# led_onehot_decode

Fig. 1: led_onehot_decode, cell classes on the final placement
Fill, decap, tap and diode cells in grey.
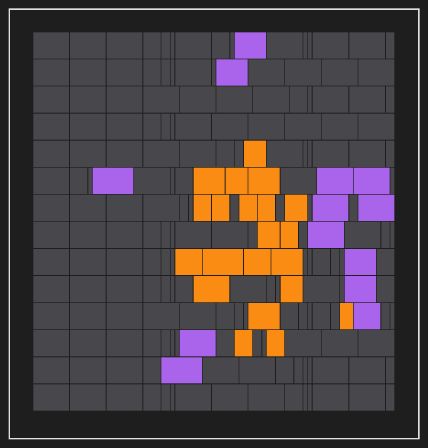

## src/rtl/moore_led_pkg.sv

```systemverilog
// Shared constants for the Moore LED sequencer and its checker.
// LED pattern per state index and the checker FSM state type.
package moore_led_pkg;

  localparam int N_STATES = 7;

  localparam logic [7:0] LED_PAT0 = 8'h00;
  localparam logic [7:0] LED_PAT1 = 8'h01;
  localparam logic [7:0] LED_PAT2 = 8'h02;
  localparam logic [7:0] LED_PAT3 = 8'h04;
  localparam logic [7:0] LED_PAT4 = 8'h08;
  localparam logic [7:0] LED_PAT5 = 8'h10;
  localparam logic [7:0] LED_PAT6 = 8'h20;

  typedef enum logic [1:0] {
    IDLE,
    ACQUIRE,
    LOCKED
  } chk_state_e;

  // LED pattern driven for a given state index
  function automatic logic [7:0] led_pattern(input logic [3:0] idx);
    logic [7:0] p;
    p = 8'hFF;
    unique case (idx)
      4'd0: p = LED_PAT0;
      4'd1: p = LED_PAT1;
      4'd2: p = LED_PAT2;
      4'd3: p = LED_PAT3;
      4'd4: p = LED_PAT4;
      4'd5: p = LED_PAT5;
      4'd6: p = LED_PAT6;
      default: p = 8'hFF;
    endcase
    return p;
  endfunction

endpackage

```

## src/rtl/led_onehot_decode.sv

```systemverilog
// Maps an LED pattern back to its state index.
// Purely combinational; legal is low for any unknown pattern.
module led_onehot_decode
  import moore_led_pkg::*;
#(
  parameter int LED_W = 8
) (
  input  logic [LED_W-1:0] led_i,
  output logic             legal_o,
  output logic [3:0]       idx_o
);

  // Compare against every legal pattern
  always_comb begin
    legal_o = 1'b0;
    idx_o   = 4'd0;
    for (int k = 0; k < N_STATES; k++) begin
      if (led_i == LED_W'(led_pattern(4'(k)))) begin
        legal_o = 1'b1;
        idx_o   = 4'(k);
      end
    end
  end

endmodule

```

## config.mk

```make
export PLATFORM = sky130hd
export DESIGN_NAME = led_onehot_decode
export DESIGN_NICKNAME = d
export VERILOG_FILES = /design/src/rtl/moore_led_pkg.sv /design/src/rtl/led_onehot_decode.sv
export SDC_FILE = /design/constraint.sdc
export NUM_CORES = 1
export LEC_CHECK = 0
export CORE_AREA = 2 2 39 41
export DETAILED_ROUTE_END_ITERATION = 7
export DIE_AREA = 0 0 41 43
export GPL_TIMING_DRIVEN = 0
export SLEW_MARGIN = 20
export SYNTH_ARGS = -nofsm -noshare
export SYNTH_HDL_FRONTEND = slang
export SYNTH_SLANG_ARGS = --single-unit
```

## constraint.sdc

```tcl
create_clock -name vclk -period 2.8
set_clock_uncertainty 0.2 [all_clocks]
set_input_delay 0.42 -clock vclk [all_inputs]
set_output_delay 0.42 -clock vclk [all_outputs]
set_load 0.03 [all_outputs]
```

# id_stage

==> src/rtl/uP16_pkg.sv <==
// Shared uP16 definitions: widths, opcodes, ALU codes, instruction field positions
// and the ID/EX pipeline payload.
package uP16_pkg;

   localparam int unsigned ISIZE   = 18;
   localparam int unsigned DSIZE   = 16;
   localparam int unsigned NREG    = 16;
   localparam int unsigned RADDR_W = 4;
   localparam int unsigned ALU_W   = 3;
   localparam int unsigned OP_W    = 4;

   localparam logic [OP_W-1:0] OP_NOP  = 4'h0;
   localparam logic [OP_W-1:0] OP_ADD  = 4'h1;
   localparam logic [OP_W-1:0] OP_SUB  = 4'h2;
   localparam logic [OP_W-1:0] OP_AND  = 4'h3;
   localparam logic [OP_W-1:0] OP_OR   = 4'h4;
   localparam logic [OP_W-1:0] OP_SLT  = 4'h5;
   localparam logic [OP_W-1:0] OP_ADDI = 4'h6;
   localparam logic [OP_W-1:0] OP_LW   = 4'h7;
   localparam logic [OP_W-1:0] OP_SW   = 4'h8;
   localparam logic [OP_W-1:0] OP_BEQ  = 4'h9;
   localparam logic [OP_W-1:0] OP_BNE  = 4'hA;
   localparam logic [OP_W-1:0] OP_J    = 4'hB;
   localparam logic [OP_W-1:0] OP_JAL  = 4'hC;

   localparam logic [ALU_W-1:0] ALU_ADD = 3'd0;
   localparam logic [ALU_W-1:0] ALU_SUB = 3'd1;
   localparam logic [ALU_W-1:0] ALU_AND = 3'd2;
   localparam logic [ALU_W-1:0] ALU_OR  = 3'd3;
   localparam logic [ALU_W-1:0] ALU_SLT = 3'd4;

   localparam int unsigned OP_HI  = 17;
   localparam int unsigned OP_LO  = 14;
   localparam int unsigned RD_HI  = 13;
   localparam int unsigned RD_LO  = 10;
   localparam int unsigned RS_HI  = 9;
   localparam int unsigned RS_LO  = 6;
   localparam int unsigned RT_HI  = 5;
   localparam int unsigned RT_LO  = 2;
   localparam int unsigned IMM_HI = 5;
   localparam int unsigned IMM_LO = 0;
   localparam int unsigned TGT_HI = 13;
   localparam int unsigned TGT_LO = 0;

   localparam logic [RADDR_W-1:0] LINK_REG = 4'd15;

   typedef struct packed {
      logic [ALU_W-1:0]   alu_op;
      logic [DSIZE-1:0]   a;
      logic [DSIZE-1:0]   b;
      logic [DSIZE-1:0]   imm;
      logic               use_imm;
      logic [RADDR_W-1:0] rd;
      logic               reg_we;
      logic               mem_rd;
      logic               mem_wr;
      logic               illegal;
   } id_ex_t;

   function automatic logic [DSIZE-1:0] sext6(input logic [5:0] v);
      return {{10{v[5]}}, v};
   endfunction

endpackage

==> src/rtl/uP16_regfile.sv <==
// 16x16 register file: two combinational read ports, one write port, R0 hard-wired to 0.
// Same-cycle write-to-read bypass is built when ID_WB_BYPASS_EN is defined.
module uP16_regfile
   import uP16_pkg::*;
(
   input  logic               clk_i,
   input  logic               rst_i,
   input  logic               we_i,
   input  logic [RADDR_W-1:0] waddr_i,
   input  logic [DSIZE-1:0]   wdata_i,
   input  logic [RADDR_W-1:0] raddr_a_i,
   input  logic [RADDR_W-1:0] raddr_b_i,
   output logic [DSIZE-1:0]   rdata_a_c_o,
   output logic [DSIZE-1:0]   rdata_b_c_o
);

   logic [DSIZE-1:0] regs_q [NREG];

   // Reset clears every entry in one cycle and drops a coincident write
   always_ff @(posedge clk_i) begin
      if (rst_i) begin
         for (int i = 0; i < int'(NREG); i++) regs_q[i] <= '0;
      end else if (we_i && (waddr_i != '0)) begin
         regs_q[waddr_i] <= wdata_i;
      end
   end

   always_comb begin
      rdata_a_c_o = regs_q[raddr_a_i];
`ifdef ID_WB_BYPASS_EN
      if (we_i && (waddr_i == raddr_a_i)) rdata_a_c_o = wdata_i;
`endif
      if (raddr_a_i == '0) rdata_a_c_o = '0;
   end

   always_comb begin
      rdata_b_c_o = regs_q[raddr_b_i];
`ifdef ID_WB_BYPASS_EN
      if (we_i && (waddr_i == raddr_b_i)) rdata_b_c_o = wdata_i;
`endif
      if (raddr_b_i == '0) rdata_b_c_o = '0;
   end

endmodule

==> src/rtl/id_stage.sv <==
// uP16 instruction-decode stage: decode, register read, branch/jump resolve, ID/EX register.
// Optional same-cycle write-back bypass selected by ID_WB_BYPASS_EN.
module id_stage
   import uP16_pkg::*;
(
   input  logic               Clk,
   input  logic               Rst,
   input  logic [ISIZE-1:0]   inst,
   input  logic [DSIZE-1:0]   PCplus1,
   input  logic               wb_en,
   input  logic [RADDR_W-1:0] wb_addr,
   input  logic [DSIZE-1:0]   wb_data,
   output logic               sel_PC,
   output logic [DSIZE-1:0]   alt_PC,
   output logic [ALU_W-1:0]   ex_alu_op,
   output logic [DSIZE-1:0]   ex_a,
   output logic [DSIZE-1:0]   ex_b,
   output logic [DSIZE-1:0]   ex_imm,
   output logic               ex_use_imm,
   output logic [RADDR_W-1:0] ex_rd,
   output logic               ex_reg_we,
   output logic               ex_mem_rd,
   output logic               ex_mem_wr,
   output logic               ex_illegal
);

   logic [OP_W-1:0]    op;
   logic [RADDR_W-1:0] ra_addr;
   logic [RADDR_W-1:0] rb_addr;
   logic [DSIZE-1:0]   ra_data;
   logic [DSIZE-1:0]   rb_data;
   id_ex_t             id_ex_d;
   id_ex_t             id_ex_q;

   assign op = inst[OP_HI:OP_LO];

   // Branches carry rs/rt in the upper fields; SW reads its store data from rd
   always_comb begin
      ra_addr = inst[RS_HI:RS_LO];
      rb_addr = inst[RT_HI:RT_LO];
      case (op)
         OP_BEQ, OP_BNE: begin
            ra_addr = inst[RD_HI:RD_LO];
            rb_addr = inst[RS_HI:RS_LO];
         end
         OP_SW:   rb_addr = inst[RD_HI:RD_LO];
         default: ;
      endcase
   end

   uP16_regfile u_regfile (
      .clk_i       (Clk),
      .rst_i       (Rst),
      .we_i        (wb_en),
      .waddr_i     (wb_addr),
      .wdata_i     (wb_data),
      .raddr_a_i   (ra_addr),
      .raddr_b_i   (rb_addr),
      .rdata_a_c_o (ra_data),
      .rdata_b_c_o (rb_data)
   );

   // Redirect is resolved here so fetch never needs a delay slot or flush
   always_comb begin
      sel_PC = 1'b0;
      alt_PC = '0;
      if (!Rst) begin
         case (op)
            OP_BEQ, OP_BNE: begin
               if ((ra_data == rb_data) == (op == OP_BEQ)) begin
                  sel_PC = 1'b1;
                  alt_PC = DSIZE'(PCplus1 + sext6(inst[IMM_HI:IMM_LO]));
               end
            end
            OP_J, OP_JAL: begin
               sel_PC = 1'b1;
               alt_PC = {PCplus1[DSIZE-1:TGT_HI+1], inst[TGT_HI:TGT_LO]};
            end
            default: ;
         endcase
      end
   end

   always_comb begin
      id_ex_d         = '0;
      id_ex_d.illegal = id_ex_q.illegal;
      case (op)
         OP_ADD, OP_SUB, OP_AND, OP_OR, OP_SLT: begin
            id_ex_d.alu_op = ALU_W'(op - OP_ADD);
            id_ex_d.a      = ra_data;
            id_ex_d.b      = rb_data;
            id_ex_d.rd     = inst[RD_HI:RD_LO];
            id_ex_d.reg_we = 1'b1;
         end
         OP_ADDI, OP_LW: begin
            id_ex_d.alu_op  = ALU_ADD;
            id_ex_d.a       = ra_data;
            id_ex_d.imm     = sext6(inst[IMM_HI:IMM_LO]);
            id_ex_d.use_imm = 1'b1;
            id_ex_d.rd      = inst[RD_HI:RD_LO];
            id_ex_d.reg_we  = 1'b1;
            id_ex_d.mem_rd  = (op == OP_LW);
         end
         OP_SW: begin
            id_ex_d.alu_op  = ALU_ADD;
            id_ex_d.a       = ra_data;
            id_ex_d.b       = rb_data;
            id_ex_d.imm     = sext6(inst[IMM_HI:IMM_LO]);
            id_ex_d.use_imm = 1'b1;
            id_ex_d.mem_wr  = 1'b1;
         end
         OP_JAL: begin
            id_ex_d.alu_op = ALU_ADD;
            id_ex_d.a      = PCplus1;
            id_ex_d.rd     = LINK_REG;
            id_ex_d.reg_we = 1'b1;
         end
         OP_NOP, OP_BEQ, OP_BNE, OP_J: ;
         default: id_ex_d.illegal = 1'b1;
      endcase
   end

   always_ff @(posedge Clk) begin
      if (Rst) id_ex_q <= '0;
      else     id_ex_q <= id_ex_d;
   end

   assign ex_alu_op  = id_ex_q.alu_op;
   assign ex_a       = id_ex_q.a;
   assign ex_b       = id_ex_q.b;
   assign ex_imm     = id_ex_q.imm;
   assign ex_use_imm = id_ex_q.use_imm;
   assign ex_rd      = id_ex_q.rd;
   assign ex_reg_we  = id_ex_q.reg_we;
   assign ex_mem_rd  = id_ex_q.mem_rd;
   assign ex_mem_wr  = id_ex_q.mem_wr;
   assign ex_illegal = id_ex_q.illegal;

endmodule

==> config.mk <==
export PLATFORM = sky130hd
export DESIGN_NAME = id_stage
export DESIGN_NICKNAME = d
export VERILOG_FILES = /design/src/rtl/uP16_pkg.sv /design/src/rtl/uP16_regfile.sv /design/src/rtl/id_stage.sv
export SDC_FILE = /design/constraint.sdc
export NUM_CORES = 1
export LEC_CHECK = 0
export CAP_MARGIN = 20
export CORE_ASPECT_RATIO = 0.9
export CORE_MARGIN = 3
export CORE_UTILIZATION = 34
export DETAILED_ROUTE_END_ITERATION = 8
export PLACE_DENSITY = 0.49
export SYNTH_ARGS = -nofsm -noshare
export SYNTH_HDL_FRONTEND = slang
export SYNTH_SLANG_ARGS = --single-unit
==> constraint.sdc <==
create_clock -name Clk -period 5.7 [get_ports Clk]
set_input_delay 0.855 -clock Clk [delete_from_list [all_inputs] [get_ports Clk]]
set_output_delay 0.855 -clock Clk [all_outputs]
set_load 0.03 [all_outputs]
# cc_branch_unit

### src/rtl/cc_branch_unit.sv
// Condition-code / branch unit: carry and zero flags, the JCN condition
// evaluator, the DCL bank register, and two-word instruction tracking.
// Latency: jump/JMS/DCL strobes are registered one clock after the deciding X3 (cycle 7).
// Backpressure: none; the host stalls by not presenting cycle 7, and state then holds.
//
// Ports: clk/rstN (async active-low); cycle, opr, opa give the current ROM word and
// sub-cycle; testPin, flagWe/carryNext/zeroNext, regZeroIn, accIn and pcIn are the
// condition and operand sources. The outputs are the flags, the combinational ccOut,
// secondWord (operand-word marker for the decoder), the jumpTaken/jmsPush/jumpAddr
// jump interface, and bankSel/bankSelStb.
module cc_branch_unit #(
    parameter int DATA_W = 4,
    parameter int ADDR_W = 12,
    parameter int BANK_W = 3
) (
    input  logic              clk,
    input  logic              rstN,
    input  logic [2:0]        cycle,
    input  logic [3:0]        opr,
    input  logic [3:0]        opa,
    input  logic              testPin,
    input  logic              flagWe,
    input  logic              carryNext,
    input  logic              zeroNext,
    input  logic              regZeroIn,
    input  logic [DATA_W-1:0] accIn,
    input  logic [ADDR_W-1:0] pcIn,
    output logic              carryFlag,
    output logic              zeroFlag,
    output logic              ccOut,
    output logic              secondWord,
    output logic              jumpTaken,
    output logic              jmsPush,
    output logic [ADDR_W-1:0] jumpAddr,
    output logic [BANK_W-1:0] bankSel,
    output logic              bankSelStb
);

    localparam logic [2:0] ST_W1  = 3'd0;
    localparam logic [2:0] ST_JCN = 3'd1;
    localparam logic [2:0] ST_ISZ = 3'd2;
    localparam logic [2:0] ST_JUN = 3'd3;
    localparam logic [2:0] ST_JMS = 3'd4;
    localparam logic [2:0] ST_FIM = 3'd5;

    logic [2:0]        state;
    logic              cond;
    logic [3:0]        hi;
    logic              condRaw;
    logic              lastX;
    logic [ADDR_W-1:0] pageAddr;
    logic [ADDR_W-1:0] longAddr;
    logic              unusedAcc;

    // Only the low BANK_W accumulator bits feed the bank register.
    assign unusedAcc = ^accIn;

    assign lastX = (cycle == 3'd7);

    always_comb begin
        condRaw = (~testPin & opa[0]) | (carryFlag & opa[1]) | (zeroFlag & opa[2]);
    end
    assign ccOut = opa[3] ? ~condRaw : condRaw;

    // Targets are built by overlaying the operand fields onto pcIn, so any
    // address bits above the overlaid field pass straight through without
    // needing a width-dependent slice.
    always_comb begin
        pageAddr       = pcIn;
        pageAddr[7:0]  = {opr, opa};
        longAddr       = pcIn;
        longAddr[11:0] = {hi, opr, opa};
    end

    always_ff @(posedge clk or negedge rstN) begin
        if (!rstN) begin
            state      <= ST_W1;
            cond       <= 1'b0;
            hi         <= 4'h0;
            carryFlag  <= 1'b0;
            zeroFlag   <= 1'b0;
            secondWord <= 1'b0;
            jumpTaken  <= 1'b0;
            jmsPush    <= 1'b0;
            jumpAddr   <= '0;
            bankSel    <= '0;
            bankSelStb <= 1'b0;
        end else begin
            jumpTaken  <= 1'b0;
            jmsPush    <= 1'b0;
            bankSelStb <= 1'b0;
            if (lastX) begin
                if (state == ST_W1) begin
                    // ccOut here still reflects the old flags, so a JCN that
                    // coincides with a flag write sees the pre-update values.
                    if (flagWe) begin
                        carryFlag <= carryNext;
                        zeroFlag  <= zeroNext;
                    end
                    if (opr == 4'hF && opa == 4'hD) begin
                        bankSel    <= accIn[BANK_W-1:0];
                        bankSelStb <= 1'b1;
                    end
                    case (opr)
                        4'h1: begin
                            state      <= ST_JCN;
                            cond       <= ccOut;
                            secondWord <= 1'b1;
                        end
                        4'h7: begin
                            state      <= ST_ISZ;
                            cond       <= ~regZeroIn;
                            secondWord <= 1'b1;
                        end
                        4'h4: begin
                            state      <= ST_JUN;
                            hi         <= opa;
                            secondWord <= 1'b1;
                        end
                        4'h5: begin
                            state      <= ST_JMS;
                            hi         <= opa;
                            secondWord <= 1'b1;
                        end
                        4'h2: begin
                            if (!opa[0]) begin
                                state      <= ST_FIM;
                                secondWord <= 1'b1;
                            end
                        end
                        default: ;
                    endcase
                end else begin
                    // Operand word: never decoded as an instruction.
                    state      <= ST_W1;
                    secondWord <= 1'b0;
                    case (state)
                        ST_JCN, ST_ISZ: begin
                            if (cond) begin
                                jumpTaken <= 1'b1;
                                jumpAddr  <= pageAddr;
                            end
                        end
                        ST_JUN: begin
                            jumpTaken <= 1'b1;
                            jumpAddr  <= longAddr;
                        end
                        ST_JMS: begin
                            jumpTaken <= 1'b1;
                            jmsPush   <= 1'b1;
                            jumpAddr  <= longAddr;
                        end
                        default: ;
                    endcase
                end
            end
        end
    end

endmodule

### config.mk
export PLATFORM = sky130hd
export DESIGN_NAME = cc_branch_unit
export DESIGN_NICKNAME = d
export VERILOG_FILES = /design/src/rtl/cc_branch_unit.sv
export SDC_FILE = /design/constraint.sdc
export NUM_CORES = 1
export LEC_CHECK = 0
export CAP_MARGIN = 5
export CELL_PAD_IN_SITES_DETAIL_PLACEMENT = 1
export CELL_PAD_IN_SITES_GLOBAL_PLACEMENT = 1
export CORE_ASPECT_RATIO = 1.25
export CORE_MARGIN = 2
export CORE_UTILIZATION = 30
export CTS_BUF_LIST = sky130_fd_sc_hd__clkbuf_16
export CTS_CLUSTER_DIAMETER = 30
export CTS_CLUSTER_SIZE = 12
export DETAILED_ROUTE_END_ITERATION = 8
export DONT_BUFFER_PORTS = 1
export PLACE_DENSITY = 0.63
export SYNTH_ARGS = -nofsm -noshare
export SYNTH_HDL_FRONTEND = slang
export SYNTH_SLANG_ARGS = --single-unit
### constraint.sdc
create_clock -name clk -period 3.7 [get_ports clk]
set_input_delay 0.37 -clock clk [delete_from_list [all_inputs] [get_ports clk]]
set_output_delay 0.37 -clock clk [all_outputs]
set_load 0.01 [all_outputs]
Fig. 2: cc_branch_unit, wiring by layer
The bar under the picture is 20 um long. Two of the layers only.
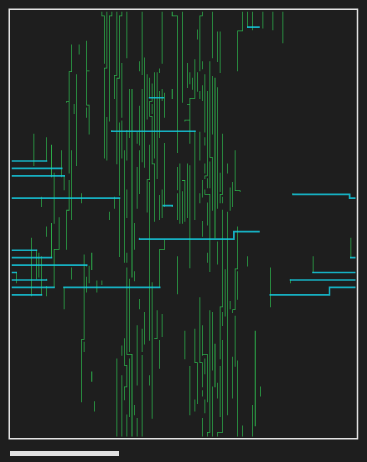
legend:
  M2:
    colour: green
    wire_length: 1650 um
  M3:
    colour: cyan
    wire_length: 200 um

==> results_dict.tcl, cc_branch_unit <==
# place-and-route summary
set metrics [dict create \
    status "completed" \
    hold_viol 0 \
    busiest_layer "met2" \
    nNonClkInverters 2 \
    endpoint_kind "flip-flop" \
    clkbuf_count 5 \
    post-route-util 0.3562 \
    critical_path_buf_inv_count 0 \
    synth_cell_type_count 33 \
    crit_fanout 8 \
    drt_first_pass_iters 4 \
    wl_met2_mm 1.650 \
    fp_nets 139 \
    power.density_nw_per_um2 630.6 \
    ys_warn_count 0 \
    largest_cell_class "registers" \
    ys_sh_mux 0.1834 \
    adder_share 0 \
    hold_start "accIn[2]" \
    worst_pin_slew_ns 0.4857 \
    cts_setup_buffers 0 \
    rows 27 \
    final-clk-cell-share 0.08448 \
    final.min_clock_period_ns 1.938 \
    postSynthSeqShare 0.5482 \
    ys_sh_simple 0.1248 \
    port_buffers 0 \
    drc_errors 0 \
    buffer_area_frac 0.02437 \
    clkSlewWorstSetupHoldPaths_ns 0.05 \
    cpPeakStageDelay_ns 0.59 \
    largest_area_cell "dfrtp_1" \
    hold-path-endpoint "bankSel[2]" \
    grt_max_degree 30 \
    wl_met3_um 199 \
    syn_area_um2 1324 \
    wl_met1_mm 1.105 \
    total_power_mw 0.9712 \
    top_layer "met4" \
    compound_area_frac 0.1002 \
    num_vias 874 \
    leakage_nw 0.6693 \
    drv_cap 0 \
    grt_usage 0.1339 \
    sh_comb_area 0.3680 \
    hold_buffers 2 \
    n_tap_cell 58 \
    ys_cells 105 \
    hold_slack_ns 0.2492 \
    comb_area_um2 566.8 \
    final.setup_skew_ns 0.004341 \
    cp.depth 3 \
    switchingPower_mw 0.2639 \
    p_int_mw 0.7073 \
    seq_cell_power_mw 0.488 \
    antenna_found_initial 0 \
    globalRouteMet2Util 0.2189 \
    swShare 0.2717 \
]
## cc_branch_unit: cells in the mapped netlist, types with 2 or more instances
| cell type | number |
|---|---|
| a21oi_1 | 6 |
| a32o_1 | 2 |
| clkbuf_1 | 2 |
| dfrtp_1 | 29 |
| inv_1 | 2 |
| mux2_2 | 18 |
| mux2i_1 | 4 |
| nand2_1 | 5 |
| nand3_1 | 2 |
| nand4b_1 | 2 |
| nor2_1 | 7 |
| nor4_1 | 2 |
| o21ai_0 | 3 |
| xnor2_1 | 2 |
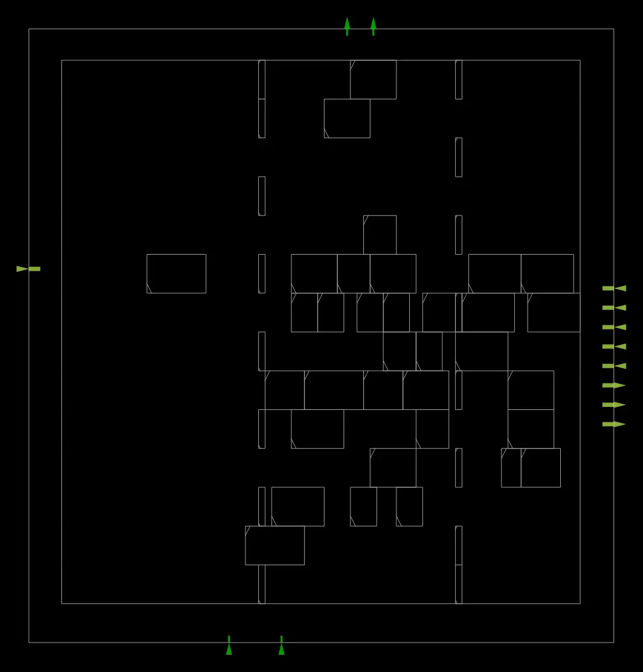
Fig. 3. Placement view (led_onehot_decode).
Core ar.: 1384 um2
Layout Utilization: 0.2071
Seq area share: 0
flop count: 0
FILL cells: 160

## Picture notes: Fig. 1
legend:
  remaining buffers and delay cells:
    colour: purple
    cells: 13
  remaining logic cells:
    colour: orange
    cells: 21

==> results_dict.tcl, led_onehot_decode <==
# place-and-route summary
set metrics [dict create \
    min_path_type "in -> out" \
    top_area_frac 0.1533 \
    n_antenna_cell 0 \
    finalCritPeriodShare 0.9805 \
    io-pin-count 13 \
    total_power_mw 0.03496 \
    lay_top_count "clkdlybuf4s50_1" \
    status "completed" \
    ys_warn_count 0 \
    cp.depth 5 \
    gp_congestion 0.6192 \
    p_clk_frac 0 \
    fp_nets 32 \
    buffer_area_frac 0.4367 \
    drt_first_pass_iters 4 \
    syn_avg_cell_area_um2 7.142 \
    cp-startpoint "led_i[0]" \
    hold_slack_ns 1.132 \
    p_int_mw 0.01791 \
    final.min_clock_period_ns 2.745 \
    finalWorstSetupSlack_ns 0.05464 \
    finalWirelength_um 480 \
    grt_usage 0.04695 \
    num_vias 215 \
    seq_cell_power_mw 0 \
    pre_cts_ws_ns -0.2105 \
    sh_comb_area 0.4935 \
    combPwrFrac 1.000 \
    grt_pass1_wl_um 627 \
    startpoint_type "primary input" \
    final_cells 50 \
    hpwlAfterDp_um 365.9 \
    final-clk-cell-share 0 \
    drc_errors 0 \
    initial_core_util 0.1239 \
    power.density_nw_per_um2 122.0 \
    place_inst 50 \
    busiest_layer "met2" \
    drt_iter0_drc 3 \
    grt.overflow.total 0 \
    areaGrowthSynthToFinish_pct 67.15 \
    ctsResizeCount 4 \
    critPathKind "in -> out" \
    dieArea_um2 1763 \
    top_cells_by_area "xor2_1, o21ai_0, buf_6" \
    rows 14 \
    wl_met2_um 197 \
    comb_area_um2 141.4 \
    ys_cells 24 \
    cpPeakStageDelay_ns 0.53 \
    final_nets 44 \
    nNonClkInverters 0 \
    hold_start "led_i[4]" \
    crit_slowest_cell "clkdlybuf4s50_1" \
    required_ns 2.18 \
    wl_met3_um 63 \
    nNonClkBuffers 13 \
    synth_cells 24 \
    design_area_um2 286.5 \
    grt_pass1_vias 158 \
    wl_met1_um 220 \
    leakage_nw 0.1087 \
    swShare 0.4875 \
    drv_slew 0 \
    logic_gates 21 \
    crit_fanout 7 \
    antenna_found_initial 0 \
]
-- led_onehot_decode: kinds of logic after synthesis --
| group | after synthesis | synth area share |
|---|---|---|
| xor gates and xnor gates | 3 | 0.1533 |
| adders and majority gates | 1 | 0.05840 |
| AOI/OAI and AO/OA | 9 | 0.3357 |
| buffers and inverters | 3 | 0.1752 |
| other | 1 | 0.02188 |
| and+or+nand+nor | 7 | 0.2555 |
-- led_onehot_decode: tightest hold or removal path, delay by kind of cell --
| family | cells | cell delay [ns] |
|---|---|---|
| buf+inv | 2 | 0.44 |
| simple gates | 1 | 0.05 |
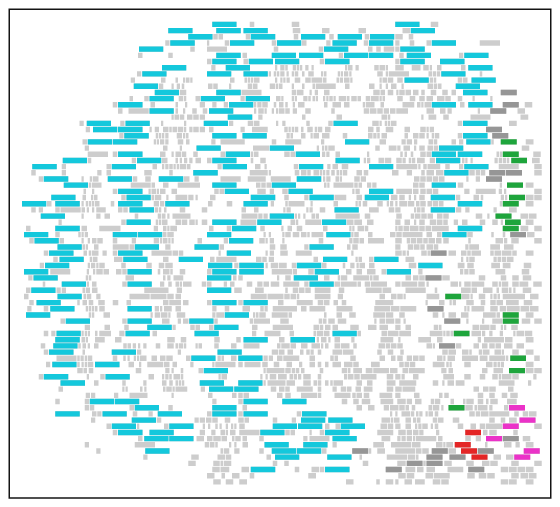
Fig. 4. Sequential cells coloured by netlist name (id_stage).
legend:
  u_regfile.regs_q:
    colour: cyan
    flops: 240
    where: widely spread
  ex_rd:
    colour: red
    flops: 4
    where: south-east
  ex_imm:
    colour: magenta
    flops: 6
    where: south-east
  ex_a:
    colour: green
    flops: 16

==> results_dict.tcl, id_stage <==
# place-and-route summary
set metrics [dict create \
    io-pin-count 134 \
    clkbuf_count 39 \
    finalSetupViolCount 4 \
    finalCritPeriodShare 1.001 \
    maxSlewHeadroom 0.2526 \
    cts_tree "done" \
    initial_core_util 0.3484 \
    required_ns 4.85 \
    cts_made_buffers 31 \
    top_layer "met4" \
    numSequentialCells 290 \
    wl_met2_mm 31.57 \
    synthTopCellsByCount "nand2_1, and2_1, edfxtp_1" \
    worstSkewPairLatency_ns 0.60 \
    buffer_area_frac 0.1957 \
    adder_share 0.01570 \
    min_path_type "in -> reg" \
    drt_iter0_drc 1759 \
    swShare 0.2986 \
    ctsResizeCount 93 \
    finalWorstSetupSlack_ns -0.003035 \
    n_tap_cell 616 \
    fill_cells 4322 \
    clk_path_buf_depth 3 \
    status "finished with violations" \
    violations "negative setup slack" \
    drt_first_pass_iters 6 \
    ys_cells 1692 \
]
[id_stage: through the flow]
step	setup WS (ns)	power (mW)	hold slack, ns	area [um2]
5_1_grt	-0.1024	6.328	0.4307	22420
3_3_place_gp	-1.019	3.863	0.4611	20290
3_5_place_dp	-1.034	3.865	0.4998	20290
2_1_floorplan	0.2641	3.146	0.6028	16410
6_report	-0.003035	6.129	0.4431	22420
4_1_cts	0.0008700	6.078	0.4250	22080

# rv32i_mp_regfile

Fig. 5: rv32i_mp_regfile, sequential cells coloured by netlist name
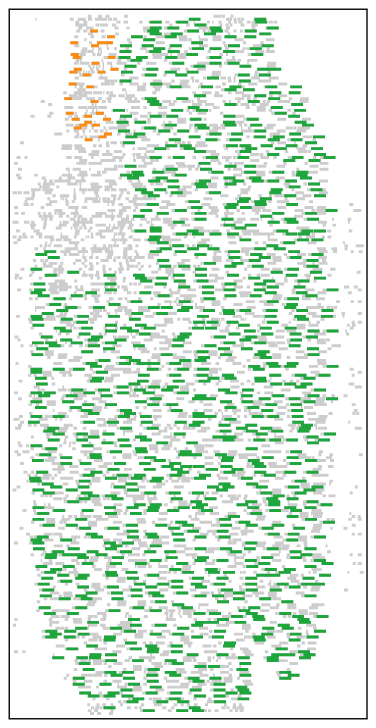

$ cat src/rtl/rv32i_mp_regfile.sv
// Multi-ported RV32I integer register file with a per-register scoreboard.
// x0 is hardwired to zero. When several write ports hit the same register, the highest port index wins.
module rv32i_mp_regfile #(
   parameter int DATA_W = 32,
   parameter int ADDR_W = 5,
   parameter int NUM_RD = 2,
   parameter int NUM_WR = 2,
   parameter int BYPASS = 1
) (
   input  logic                     clk,
   input  logic                     rst,
   input  logic [NUM_WR-1:0]        we_i,
   input  logic [NUM_WR*ADDR_W-1:0] waddr_i,
   input  logic [NUM_WR*DATA_W-1:0] wdata_i,
   input  logic [NUM_RD-1:0]        re_i,
   input  logic [NUM_RD*ADDR_W-1:0] raddr_i,
   output logic [NUM_RD*DATA_W-1:0] rdata_o,
   output logic [NUM_RD-1:0]        rbusy_o,
   input  logic                     iss_i,
   input  logic [ADDR_W-1:0]        iss_rd_i,
   output logic [2**ADDR_W-1:0]     busy_o
);

   localparam int DEPTH = 2**ADDR_W;

   logic [ADDR_W-1:0] waddr   [NUM_WR];
   logic [DATA_W-1:0] wdata   [NUM_WR];
   logic              wvalid  [NUM_WR];
   logic [ADDR_W-1:0] raddr   [NUM_RD];
   logic [DATA_W-1:0] rd_data [NUM_RD];
   logic              rd_busy [NUM_RD];
   logic              fwd_hit [NUM_RD];
   logic [DATA_W-1:0] fwd_data[NUM_RD];

   logic [DATA_W-1:0] regs [DEPTH];
   logic [DEPTH-1:0]  busy_q;
   logic [DEPTH-1:0]  busy_d;

   // A write to x0 is dropped here, so x0 can neither be stored nor forwarded.
   for (genvar k = 0; k < NUM_WR; k++) begin : g_wr
      assign waddr[k]  = waddr_i[k*ADDR_W +: ADDR_W];
      assign wdata[k]  = wdata_i[k*DATA_W +: DATA_W];
      assign wvalid[k] = we_i[k] && (waddr[k] != '0);
   end

   for (genvar j = 0; j < NUM_RD; j++) begin : g_rd
      assign raddr[j]                    = raddr_i[j*ADDR_W +: ADDR_W];
      assign rdata_o[j*DATA_W +: DATA_W] = rd_data[j];
      assign rbusy_o[j]                  = rd_busy[j];
   end

   // Writes clear busy bits before issue sets them, so a new producer beats a retiring one.
   always_comb begin
      busy_d = busy_q;
      for (int k = 0; k < NUM_WR; k++) begin
         if (wvalid[k]) begin
            busy_d[waddr[k]] = 1'b0;
         end
      end
      if (iss_i && (iss_rd_i != '0)) begin
         busy_d[iss_rd_i] = 1'b1;
      end
      busy_d[0] = 1'b0;
   end

   // Ports are applied in ascending order, so the last non-blocking write comes from the highest index and wins.
   always_ff @(posedge clk) begin
      if (rst) begin
         busy_q <= '0;
         for (int i = 0; i < DEPTH; i++) begin
            regs[i] <= '0;
         end
      end else begin
         busy_q <= busy_d;
         for (int k = 0; k < NUM_WR; k++) begin
            if (wvalid[k]) begin
               regs[waddr[k]] <= wdata[k];
            end
         end
      end
   end

   // A forwarded value is complete, so the port does not report busy for it.
   always_comb begin
      for (int j = 0; j < NUM_RD; j++) begin
         fwd_hit[j]  = 1'b0;
         fwd_data[j] = '0;
         for (int k = 0; k < NUM_WR; k++) begin
            if (wvalid[k] && (waddr[k] == raddr[j])) begin
               fwd_hit[j]  = 1'b1;
               fwd_data[j] = wdata[k];
            end
         end
         rd_data[j] = '0;
         rd_busy[j] = 1'b0;
         if (!rst && re_i[j] && (raddr[j] != '0)) begin
            if ((BYPASS != 0) && fwd_hit[j]) begin
               rd_data[j] = fwd_data[j];
            end else begin
               rd_data[j] = regs[raddr[j]];
               rd_busy[j] = busy_q[raddr[j]];
            end
         end
      end
   end

   assign busy_o = busy_q;

endmodule
$ cat config.mk
export PLATFORM = sky130hd
export DESIGN_NAME = rv32i_mp_regfile
export DESIGN_NICKNAME = d
export VERILOG_FILES = /design/src/rtl/rv32i_mp_regfile.sv
export SDC_FILE = /design/constraint.sdc
export NUM_CORES = 2
export LEC_CHECK = 0
export CORE_ASPECT_RATIO = 2
export CORE_MARGIN = 2
export CORE_UTILIZATION = 29
export CTS_CLUSTER_SIZE = 28
export DETAILED_ROUTE_END_ITERATION = 10
export PLACE_DENSITY_LB_ADDON = 0.1
export SYNTH_ARGS = -nofsm -noshare
export SYNTH_HDL_FRONTEND = slang
export SYNTH_SLANG_ARGS = --single-unit
$ cat constraint.sdc
create_clock -name clk -period 5.2 [get_ports clk]
set_input_delay 1.04 -clock clk [delete_from_list [all_inputs] [get_ports clk]]
set_output_delay 1.04 -clock clk [all_outputs]
set_load 0.02 [all_outputs]
# prog_loader

==> config.mk <==
export PLATFORM = sky130hd
export DESIGN_NAME = prog_loader
export DESIGN_NICKNAME = d
export VERILOG_FILES = /design/src/rtl/prog_loader.sv
export SDC_FILE = /design/constraint.sdc
export NUM_CORES = 1
export LEC_CHECK = 0
export CELL_PAD_IN_SITES_DETAIL_PLACEMENT = 1
export CELL_PAD_IN_SITES_GLOBAL_PLACEMENT = 1
export CORE_MARGIN = 2
export CORE_UTILIZATION = 33
export DETAILED_ROUTE_END_ITERATION = 16
export MAX_ROUTING_LAYER = met4
export PLACE_DENSITY_LB_ADDON = 0.1
export SETUP_SLACK_MARGIN = 0.2
export SYNTH_ARGS = -nofsm -noshare
export SYNTH_HDL_FRONTEND = slang
export SYNTH_SLANG_ARGS = --single-unit
==> constraint.sdc <==
create_clock -name clk -period 6.4 [get_ports clk]
set_clock_uncertainty 0.2 [all_clocks]
set_input_delay 0.64 -clock clk [delete_from_list [all_inputs] [get_ports clk]]
set_output_delay 0.64 -clock clk [all_outputs]
set_load 0.02 [all_outputs]
==> src/rtl/prog_loader.sv <==
// rtl/prog_loader.sv - host byte feeder for the control block's programming mode
// Optional: define PROG_CHECKSUM_EN to accumulate a mod-2^DATA_W sum of consumed bytes.
module prog_loader #(
    parameter int MEM_DEPTH = 16,
    parameter int DATA_W    = 8
) (
    input  logic                       clk,
    input  logic                       reset,
    input  logic                       prog_start,
    input  logic [DATA_W-1:0]          ui_in,
    input  logic                       byte_valid,
    output logic                       byte_ack,
    input  logic                       ready,
    input  logic                       read_ui_in,
    input  logic                       done_load,
    input  logic                       HF,
    output logic                       programming,
    output logic [DATA_W-1:0]          bus_out,
    output logic                       bus_en,
    output logic [$clog2(MEM_DEPTH):0] load_count,
    output logic                       prog_done,
    output logic                       err_underrun,
    output logic                       err_halt,
    output logic [DATA_W-1:0]          checksum
);

    localparam int CNT_W = $clog2(MEM_DEPTH) + 1;
    localparam logic [CNT_W-1:0] CNT_LAST = CNT_W'(MEM_DEPTH - 1);
    localparam logic [CNT_W-1:0] CNT_ONE  = CNT_W'(1);

    typedef enum logic [1:0] {
        S_IDLE,
        S_ARM,
        S_LOAD,
        S_DRAIN
    } state_t;

    state_t              state;
    state_t              state_nxt;
    logic                full;
    logic [DATA_W-1:0]   byte_buf;
    logic                session_start;
    logic                abort;
    logic                consume;
    logic                capture;
    logic                finish;

    // Session sequencing; programming only changes on the T0 edge (ready) or on abort.
    always_ff @(posedge clk) begin
        if (reset) begin
            state <= S_IDLE;
        end else begin
            state <= state_nxt;
        end
    end

    // Next-state decode plus the combinational bus and mode outputs.
    always_comb begin
        state_nxt     = state;
        programming   = (state == S_LOAD) || (state == S_DRAIN);
        bus_en        = read_ui_in && (state == S_LOAD);
        bus_out       = full ? byte_buf : '0;
        session_start = (state == S_IDLE) && prog_start;
        abort         = HF && (state != S_IDLE);
        consume       = bus_en && !abort;
        // A consume in the same cycle blocks capture so the host byte is acked later.
        capture       = !full && byte_valid && !bus_en && !abort &&
                        ((state == S_ARM) || (state == S_LOAD));
        finish        = (state == S_DRAIN) && ready && !HF;
        case (state)
            S_IDLE:  if (prog_start) state_nxt = S_ARM;
            S_ARM:   if (HF) state_nxt = S_IDLE;
                     else if (ready) state_nxt = S_LOAD;
            S_LOAD:  if (HF) state_nxt = S_IDLE;
                     else if (done_load && (load_count == CNT_LAST)) state_nxt = S_DRAIN;
            S_DRAIN: if (HF) state_nxt = S_IDLE;
                     else if (ready) state_nxt = S_IDLE;
            default: state_nxt = S_IDLE;
        endcase
    end

    // Byte buffer, load counter and session status flags.
    always_ff @(posedge clk) begin
        if (reset) begin
            full         <= 1'b0;
            byte_buf     <= '0;
            byte_ack     <= 1'b0;
            load_count   <= '0;
            prog_done    <= 1'b0;
            err_underrun <= 1'b0;
            err_halt     <= 1'b0;
        end else begin
            byte_ack <= capture;
            if (session_start) begin
                full         <= 1'b0;
                load_count   <= '0;
                prog_done    <= 1'b0;
                err_underrun <= 1'b0;
                err_halt     <= 1'b0;
            end else if (abort) begin
                full     <= 1'b0;
                err_halt <= 1'b1;
            end else begin
                if (consume) begin
                    full <= 1'b0;
                    if (!full) begin
                        err_underrun <= 1'b1;
                    end
                end
                if (capture) begin
                    full     <= 1'b1;
                    byte_buf <= ui_in;
                end
                if ((state == S_LOAD) && done_load) begin
                    load_count <= load_count + CNT_ONE;
                end
                if (finish) begin
                    prog_done <= 1'b1;
                end
            end
        end
    end

`ifdef PROG_CHECKSUM_EN
    logic [DATA_W-1:0] checksum_q;

    // Running sum of every byte handed to the bus, underrun zeros included.
    always_ff @(posedge clk) begin
        if (reset) begin
            checksum_q <= '0;
        end else if (session_start) begin
            checksum_q <= '0;
        end else if (consume) begin
            checksum_q <= checksum_q + bus_out;
        end
    end

    assign checksum = checksum_q;
`else
    assign checksum = '0;
`endif

endmodule

Fig. 6: prog_loader, sequential cells coloured by netlist name
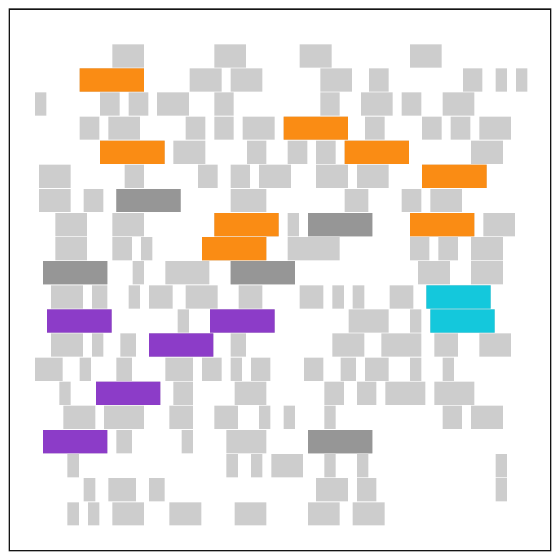
legend:
  byte_buf:
    colour: orange
    flops: 8
  load_count:
    colour: purple
    flops: 5
  state:
    colour: cyan
    flops: 2
not coloured: 5

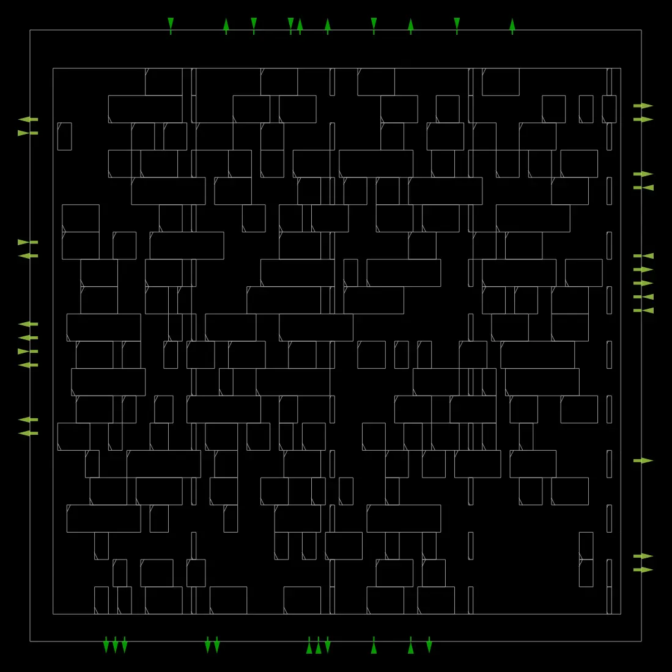
Fig. 7. Placement view (prog_loader).
row cnt: 20
flop count: 20
Seq area share: 0.2766
Well Taps: 44

==> results_dict.tcl, prog_loader <==
# place-and-route summary
set metrics [dict create \
    status "completed" \
    flop_cell "dfxtp_1" \
    hpwlAfterDp_mm 1.900 \
    pre_cts_ws_ns 3.574 \
    min_path_type "reg -> reg" \
    adder_share 0.07018 \
    synth_cells 122 \
    drc_errors 0 \
    port_buffers 34 \
    hold_buffers 0 \
    top_area_frac 0.3743 \
    place_inst 194 \
    switchingPower_mw 0.06978 \
    synth-edff-count 0 \
    areaGrowthSynthToFinish_pct 35.32 \
    grt_pass1_wl_mm 4.236 \
    top_regs "byte_buf (8), load_count (5), state (2)" \
    final_nets 177 \
    combPwrFrac 0.196 \
    clkbuf_count 4 \
    n_antenna_cell 0 \
    leakage_nw 0.5448 \
    startpoint_type "primary input" \
    synth_cell_type_count 30 \
    postSynthSeqShare 0.3743 \
    required_ns 5.56 \
    top_layer "met4" \
    post-route-util 0.4703 \
    setup_tns_ns 0 \
    finalCritPeriodShare 0.4376 \
    grt_max_degree 22 \
    ir_drop_mv 0.1262 \
    buffer_area_frac 0.2351 \
    initial_core_util 0.3476 \
    hold_viol 0 \
    largestPowerGroup "registers" \
    grt_pass1_vias 955 \
    clkSlewWorstSetupHoldPaths_ns 0.11 \
    crit_arrival_ns 1.96 \
    compound_area_frac 0.08421 \
    wl_per_cell_um 12.58 \
    final_cells 198 \
    xor_share 0.02456 \
    cts_tree "done" \
    syn_area_um2 1070 \
]
[prog_loader: final timing paths]
kind | slack, ns | to | startpoint
setup / recovery | 3.60 | bus_en | read_ui_in
hold / removal | 0.28 | byte_buf[5] | byte_buf[5]
setup reg to reg | 4.03 | byte_buf[1] | state[0]
hold reg to reg | 0.28 | byte_buf[5] | byte_buf[5]
[prog_loader: metal layers]
layer | vias to the layer above | global-route usage
met1 | 448 | 0.1925
li1 | 447 | -
met4 | 0 | 0.03727
met3 | 2 | 0.04051
met2 | 24 | 0.2642
met5 | - | -
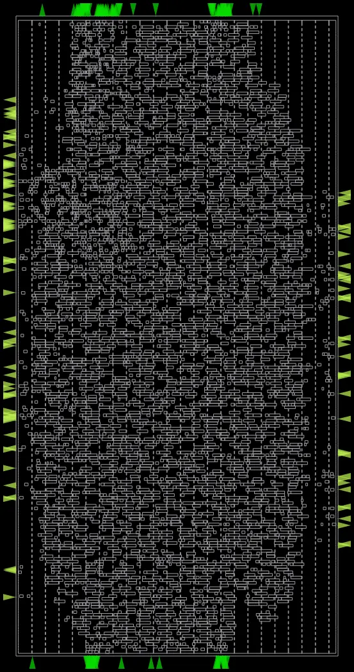
Fig. 8. Placement view (rv32i_mp_regfile).
Layout Utilization: 0.3434
Cell Count, Final, Fillers Out: 6827
Well Taps: 2760
Seq area share: 0.4346
Core ar.: 210200 um2

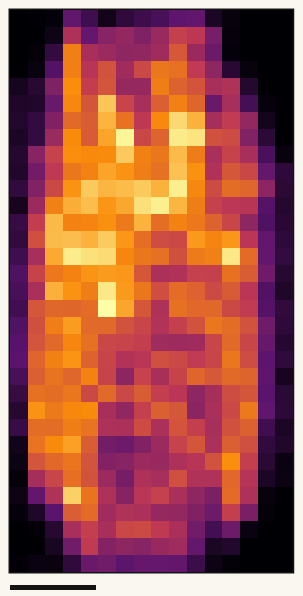
Fig. 9. Wire density map (rv32i_mp_regfile).
The bar under the picture is 100 um long. The die is cut into 16 by 33 equal tiles; black is low, pale yellow is high, scaled to the fullest tile. Values are wire area over tile area, all layers added.
fullest tile: 0.57
nearly empty tiles: 9.1%
mean over tiles: 0.25

Notes on Fig. 5 above:
legend:
  regs:
    colour: green
    flops: 1024
    where: widely spread
  busy_o:
    colour: orange
    flops: 31
    where: north-west

==> results_dict.tcl, rv32i_mp_regfile <==
# place-and-route summary
set metrics [dict create \
    status "completed" \
    required_ns 4.16 \
    async_flop_share 0 \
    endpoint_kind "output port" \
    finalSetupViolCount 0 \
    seq_cell_power_mw 10.1 \
    die_w_um 329.2 \
    min_path_type "reg -> reg" \
    sh_comb_area 0.3881 \
    synth_cell_type_count 61 \
    pre_cts_ws_ns -0.1396 \
    comb_area_um2 28020 \
    n_antenna_cell 1 \
    crit_path_end "rdata_o[52]" \
    ir_drop_mv 0.2620 \
    finalWorstSetupSlack_ns 0.2128 \
    hold-path-endpoint "busy_o[3]" \
    postRouteAntennaNets 0 \
    grt_pass1_wl_mm 431.4 \
    finalCritPeriodShare 0.9591 \
    areaGrowthSynthToFinish_pct 17.65 \
    ys_sh_simple 0.01929 \
    busiest_layer "met2" \
    nNonClkBuffers 566 \
    fill_cells 20240 \
    cts.sinks 1055 \
    antenna_found_initial 5 \
    hold_buffers 0 \
    max_freq_mhz 200.5 \
    cts_tree "done" \
    syn_area_um2 61360 \
    wl_met2_mm 166.6 \
    largest_cell_class "registers" \
    clkSlewWorstSetupHoldPaths_ns 0.07 \
    layout-drive-gt1-share 0.3296 \
    switchingPower_mw 6.092 \
    cp-startpoint "raddr_i[7]" \
    gp_congestion 0.8408 \
    top_area_frac 0.5012 \
    rr_worst_depth 2 \
    design_area_um2 72190 \
    nNonClkInverters 30 \
    leakage_nw 23.36 \
    placed_area_um2 68720 \
    xor_share 0.002855 \
    final-clk-cell-share 0.04793 \
]
[rv32i_mp_regfile: flip-flops by register name, summed over array words and instances (netlist names)]
signal,count
busy_o,31
regs,1024
[rv32i_mp_regfile: timing repair]
item | in CTS | in global routing
setup buffers | 0 | 0
pin swaps | 0 | 0
resized | 1 | 1
setup endpoints to repair | 1 | 2

# serial_sub_ctrl_flat

Fig. 10: serial_sub_ctrl_flat, cell classes on the final placement
Fill, decap, tap and diode cells in grey.
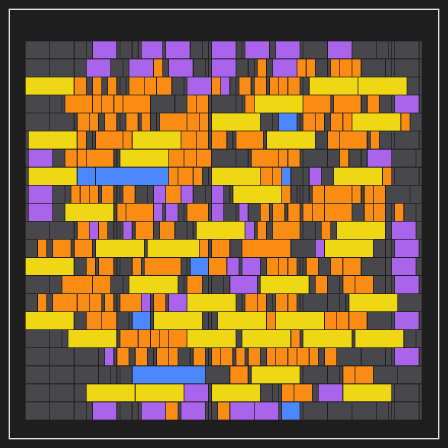
Fig. 11: serial_sub_ctrl_flat, wiring by layer
The bar under the picture is 20 um long. Two of the layers only.
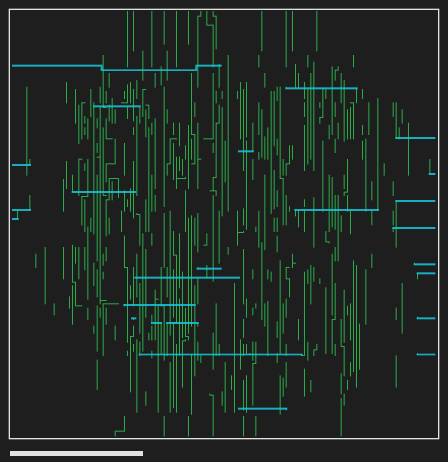
<file path="src/rtl/serial_sub_ctrl_if.sv">
// Handshake and operand/result bundle for the bit-serial subtractor.
// Master drives start/a/b; slave returns busy/done/diff/borrow_out plus a state view for checkers.
interface serial_sub_ctrl_if #(parameter int WIDTH = 8);
  // valid/ready contract: start is a request seen only while busy is low; an accepted start
  // captures a and b on that edge, and done pulses for one cycle when diff/borrow_out are fresh.
  logic             start;
  logic [WIDTH-1:0] a;
  logic [WIDTH-1:0] b;
  logic             busy;
  logic             done;
  logic [WIDTH-1:0] diff;
  logic             borrow_out;
  logic [1:0]       state_dbg;

  modport master (
    output start, a, b,
    input  busy, done, diff, borrow_out, state_dbg
  );

  modport slave (
    input  start, a, b,
    output busy, done, diff, borrow_out, state_dbg
  );
endinterface

</file>
<file path="src/rtl/serial_sub_ctrl.sv">
// Bit-serial subtractor: diff = a - b computed LSB first, one bit per clock,
// using a 1-bit subtract cell made of two half subtractors and an OR on the borrows.

module half_sub (
  input  logic x,
  input  logic y,
  output logic d,
  output logic p
);
  assign d = x ^ y;
  assign p = ~x & y;
endmodule

module serial_sub_ctrl #(
  parameter int WIDTH = 8
) (
  input  logic              clk,
  input  logic              rst,
  serial_sub_ctrl_if.slave  bus
);
  localparam int CW = $clog2(WIDTH + 1);
  localparam logic [CW-1:0] LAST = CW'(WIDTH - 1);

  typedef enum logic [1:0] {
    S_IDLE = 2'd0,
    S_RUN  = 2'd1,
    S_DONE = 2'd2
  } state_t;

  state_t state_q, state_d;

  logic [WIDTH-1:0] a_q, a_d;
  logic [WIDTH-1:0] b_q, b_d;
  logic [WIDTH-1:0] result_q, result_d;
  logic             borrow_q, borrow_d;
  logic [CW-1:0]    count_q, count_d;
  logic [WIDTH-1:0] diff_q, diff_d;
  logic             bout_q, bout_d;

  logic             d1, p1, p2, bit_d, bit_bout;
  logic [WIDTH:0]   result_ext;

  half_sub u_hs1 (.x(a_q[0]), .y(b_q[0]),   .d(d1),    .p(p1));
  half_sub u_hs2 (.x(d1),     .y(borrow_q), .d(bit_d), .p(p2));

  assign bit_bout   = p1 | p2;
  // New bit enters at the MSB; after WIDTH steps the first bit has reached bit 0.
  assign result_ext = {bit_d, result_q};

  // State register
  always_ff @(posedge clk) begin
    if (rst) state_q <= S_IDLE;
    else     state_q <= state_d;
  end

  // Next-state logic
  always_comb begin
    state_d = state_q;
    unique case (state_q)
      S_IDLE: if (bus.start) state_d = S_RUN;
      S_RUN:  if (count_q == LAST) state_d = S_DONE;
      S_DONE: state_d = S_IDLE;
      default: state_d = S_IDLE;
    endcase
  end

  // Output logic
  always_comb begin
    bus.busy      = (state_q != S_IDLE);
    bus.done      = (state_q == S_DONE);
    bus.state_dbg = state_q;
  end

  assign bus.diff       = diff_q;
  assign bus.borrow_out = bout_q;

  // Datapath next-state
  always_comb begin
    a_d      = a_q;
    b_d      = b_q;
    result_d = result_q;
    borrow_d = borrow_q;
    count_d  = count_q;
    diff_d   = diff_q;
    bout_d   = bout_q;
    unique case (state_q)
      S_IDLE: begin
        if (bus.start) begin
          a_d      = bus.a;
          b_d      = bus.b;
          borrow_d = 1'b0;
          count_d  = '0;
        end
      end
      S_RUN: begin
        a_d      = a_q >> 1;
        b_d      = b_q >> 1;
        result_d = result_ext[WIDTH:1];
        borrow_d = bit_bout;
        count_d  = count_q + CW'(1);
        // Results publish only on the final step so they stay stable everywhere else.
        if (count_q == LAST) begin
          diff_d = result_ext[WIDTH:1];
          bout_d = bit_bout;
        end
      end
      default: ;
    endcase
  end

  always_ff @(posedge clk) begin
    if (rst) begin
      a_q      <= '0;
      b_q      <= '0;
      result_q <= '0;
      borrow_q <= 1'b0;
      count_q  <= '0;
      diff_q   <= '0;
      bout_q   <= 1'b0;
    end else begin
      a_q      <= a_d;
      b_q      <= b_d;
      result_q <= result_d;
      borrow_q <= borrow_d;
      count_q  <= count_d;
      diff_q   <= diff_d;
      bout_q   <= bout_d;
    end
  end
endmodule

</file>
<file path="src/flat_wrapper.sv">
// flat-port wrapper written by rule: the top's interface ports become plain ports
module serial_sub_ctrl_flat 
#(
  parameter int WIDTH = 8
)
  (clk, rst, bus_start, bus_a, bus_b, bus_busy, bus_done, bus_diff, bus_borrow_out, bus_state_dbg);
  serial_sub_ctrl_if #(.WIDTH(WIDTH)) bus_i ();
  input  logic clk;
  input  logic rst;
  input wire logic [$bits(bus_i.start)-1:0] bus_start;
  input wire logic [$bits(bus_i.a)-1:0] bus_a;
  input wire logic [$bits(bus_i.b)-1:0] bus_b;
  output wire logic [$bits(bus_i.busy)-1:0] bus_busy;
  output wire logic [$bits(bus_i.done)-1:0] bus_done;
  output wire logic [$bits(bus_i.diff)-1:0] bus_diff;
  output wire logic [$bits(bus_i.borrow_out)-1:0] bus_borrow_out;
  output wire logic [$bits(bus_i.state_dbg)-1:0] bus_state_dbg;
  assign bus_i.start = bus_start;
  assign bus_i.a = bus_a;
  assign bus_i.b = bus_b;
  assign bus_busy = bus_i.busy;
  assign bus_done = bus_i.done;
  assign bus_diff = bus_i.diff;
  assign bus_borrow_out = bus_i.borrow_out;
  assign bus_state_dbg = bus_i.state_dbg;
  serial_sub_ctrl #(.WIDTH(WIDTH)) u_core (.clk(clk), .rst(rst), .bus(bus_i));
endmodule
</file>
<file path="config.mk">
export PLATFORM = sky130hd
export DESIGN_NAME = serial_sub_ctrl_flat
export DESIGN_NICKNAME = d
export VERILOG_FILES = /design/src/rtl/serial_sub_ctrl_if.sv /design/src/rtl/serial_sub_ctrl.sv /design/src/flat_wrapper.sv
export SDC_FILE = /design/constraint.sdc
export NUM_CORES = 1
export LEC_CHECK = 0
export CAP_MARGIN = 10
export CORE_MARGIN = 2
export CORE_UTILIZATION = 50
export DETAILED_ROUTE_END_ITERATION = 6
export GPL_ROUTABILITY_DRIVEN = 0
export GPL_TIMING_DRIVEN = 0
export PLACE_DENSITY_LB_ADDON = 0.3
export RECOVER_POWER = 25
export SYNTH_ARGS = -nofsm -noshare
export SYNTH_HDL_FRONTEND = slang
export SYNTH_SLANG_ARGS = --single-unit
</file>
<file path="constraint.sdc">
create_clock -name clk -period 2 [get_ports clk]
set_input_delay 0.3 -clock clk [delete_from_list [all_inputs] [get_ports clk]]
set_output_delay 0.3 -clock clk [all_outputs]
set_load 0.01 [all_outputs]
</file>
==> results_dict.tcl <==
# place-and-route summary
set metrics [dict create \
    busiest_layer "met2" \
    setup_tns_ns 0 \
    drv_cap 0 \
    syn_area_um2 1829 \
    wl_per_cell_um 13.47 \
    globalRouteMet2Util 0.3516 \
    crit_arrival_ns 1.60 \
    cp.depth 3 \
    finalSetupViolCount 0 \
    hold_buffers 0 \
    die_w_um 64.49 \
    worst_pin_slew_ns 0.4973 \
    synth-edff-count 0 \
    seq_cell_power_mw 0.839 \
    grt_max_degree 19 \
    status "completed" \
    buffer_area_frac 0.1766 \
    finalWorstSetupSlack_ns 0.1037 \
    layout-drive-gt1-share 0.1321 \
    top_layer "met4" \
    startpoint_type "flip-flop" \
    largest_cell_class "combinational gates" \
    cpPeakStageDelay_ns 0.54 \
    cp-startpoint "u_core.bus.state_dbg[0]" \
    cts_made_buffers 5 \
    viasPerCell 5.482 \
    cts_tree "done" \
    cts.sinks 39 \
    antenna_found_initial 0 \
    ys.flops 39 \
    fp.coreArea_um2 3416 \
    numSequentialCells 39 \
    port_buffers 31 \
    hpwlAfterDp_mm 2.892 \
    finalWirelength_mm 4.189 \
    fp.dieH_um 64.49 \
    comb_area_um2 887.1 \
    sh_comb_area 0.3876 \
    maxSlewHeadroom 0.6685 \
    swShare 0.2385 \
    hold-path-endpoint "u_core.result_q[2]" \
    critPathKind "reg -> out" \
    h-tree-depth 2 \
    endpoint_kind "output port" \
    rows 21 \
    fp_nets 248 \
]
Notes on Fig. 10 above:
legend:
  remaining buffers and delay cells:
    colour: purple
    cells: 50
  registers:
    colour: yellow
    cells: 39
  remaining logic cells:
    colour: orange
    cells: 168
  clock drivers and dummy loads:
    colour: blue
    cells: 8

Notes on Fig. 11 above:
legend:
  M2:
    colour: green
    wire_length: 1900 um
  M3:
    colour: cyan
    wire_length: 176 um

kinds of logic (layout without fill, tap and decap cells):
kind of cell | after synthesis | in the layout
AND/OR/NAND/NOR | 73 | 73
adder cells (fa/ha/maj) | 2 | 2
multiplexers | 1 | 1
flip-flops | 39 | 39
AND-OR/OR-AND | 77 | 77
buffers and inverters | 35 | 73
metrics by stage:
step,total power [mW],std cells,util,instance area (um2)
floorplan,0.9913,227,-,1829
global placement,1.068,304,0.6432,2197
detailed placement,1.072,304,0.6432,2197
CTS,1.726,311,0.6733,2300
global route,1.778,311,0.6700,2288
finish,1.718,311,0.6700,2288


==> screenshots <==
Wire density map.
panel A
The bar under the picture is 20 um long. The die is cut into 13 by 13 equal tiles; black is low, pale yellow is high, scaled to the fullest tile. Values are wire area over tile area, all layers added.
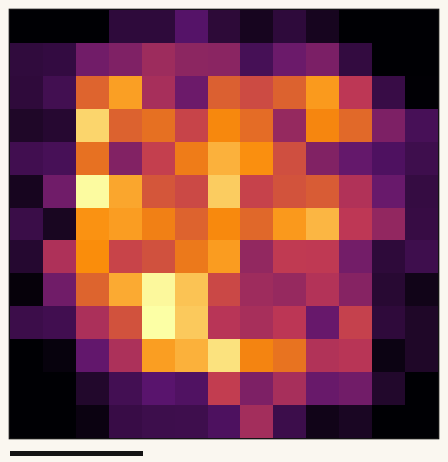
panel B
The bar under the picture is 20 um long. The die is cut into 13 by 16 equal tiles; black is low, pale yellow is high, scaled to the fullest tile. Values are wire area over tile area, all layers added.
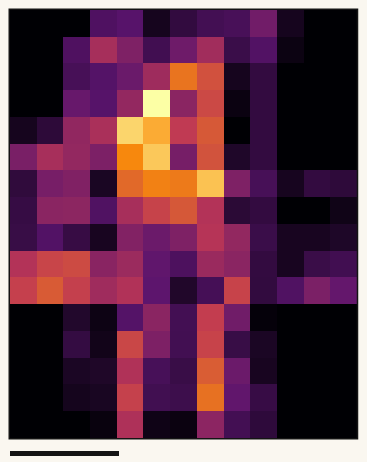
panel C
The bar under the picture is 10 um long. The die is cut into 8 by 9 equal tiles; black is low, pale yellow is high, scaled to the fullest tile. Values are wire area over tile area, all layers added.
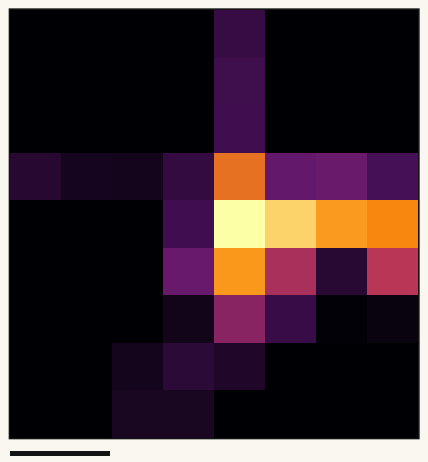
panel D
The bar under the picture is 20 um long. The die is cut into 12 by 12 equal tiles; black is low, pale yellow is high, scaled to the fullest tile. Values are wire area over tile area, all layers added.
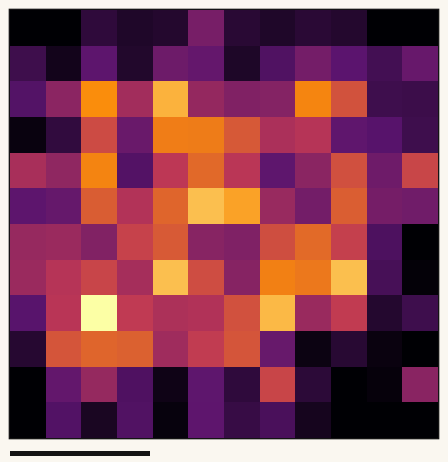
panel E
The bar under the picture is 50 um long. The die is cut into 24 by 21 equal tiles; black is low, pale yellow is high, scaled to the fullest tile. Values are wire area over tile area, all layers added.
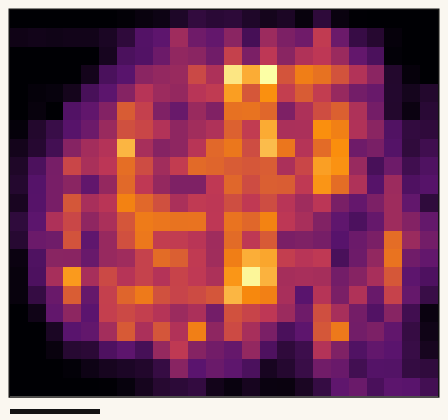
Panel D comes from prog_loader.
Panel A comes from serial_sub_ctrl_flat.
Panel B comes from cc_branch_unit.
Panel C comes from led_onehot_decode.
Panel E comes from id_stage.
The one with the smallest die is panel C.
The one with the largest die is panel E.

Key to panel E:
tiles over half the peak: 26%
mean over tiles: 0.23
nearly empty tiles: 9.7%


==> layout pictures side by side <==
Placement view.
(a)
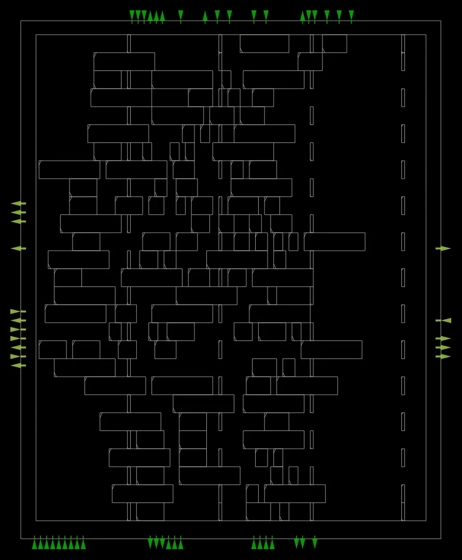
(b)
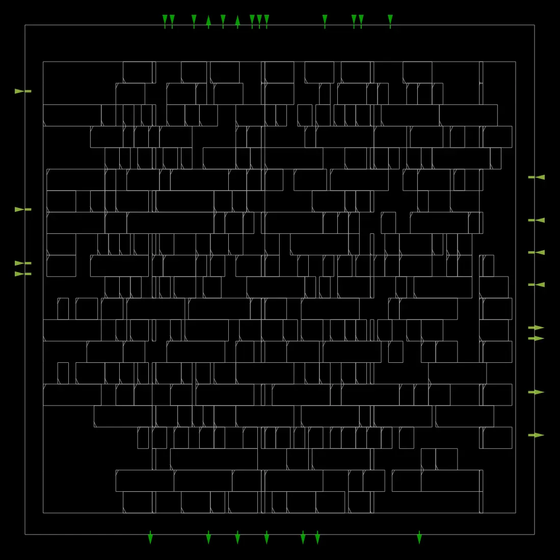
(c)
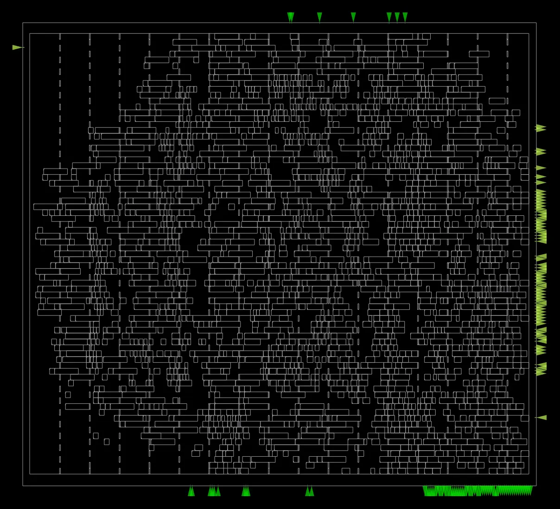
| picture | from |
|---|---|
| (a) | cc_branch_unit |
| (b) | serial_sub_ctrl_flat |
| (c) | id_stage |
- highest utilization: (b)
- most cells: (c)

Power figures rest on the tool's default switching activity, not on a simulated workload.
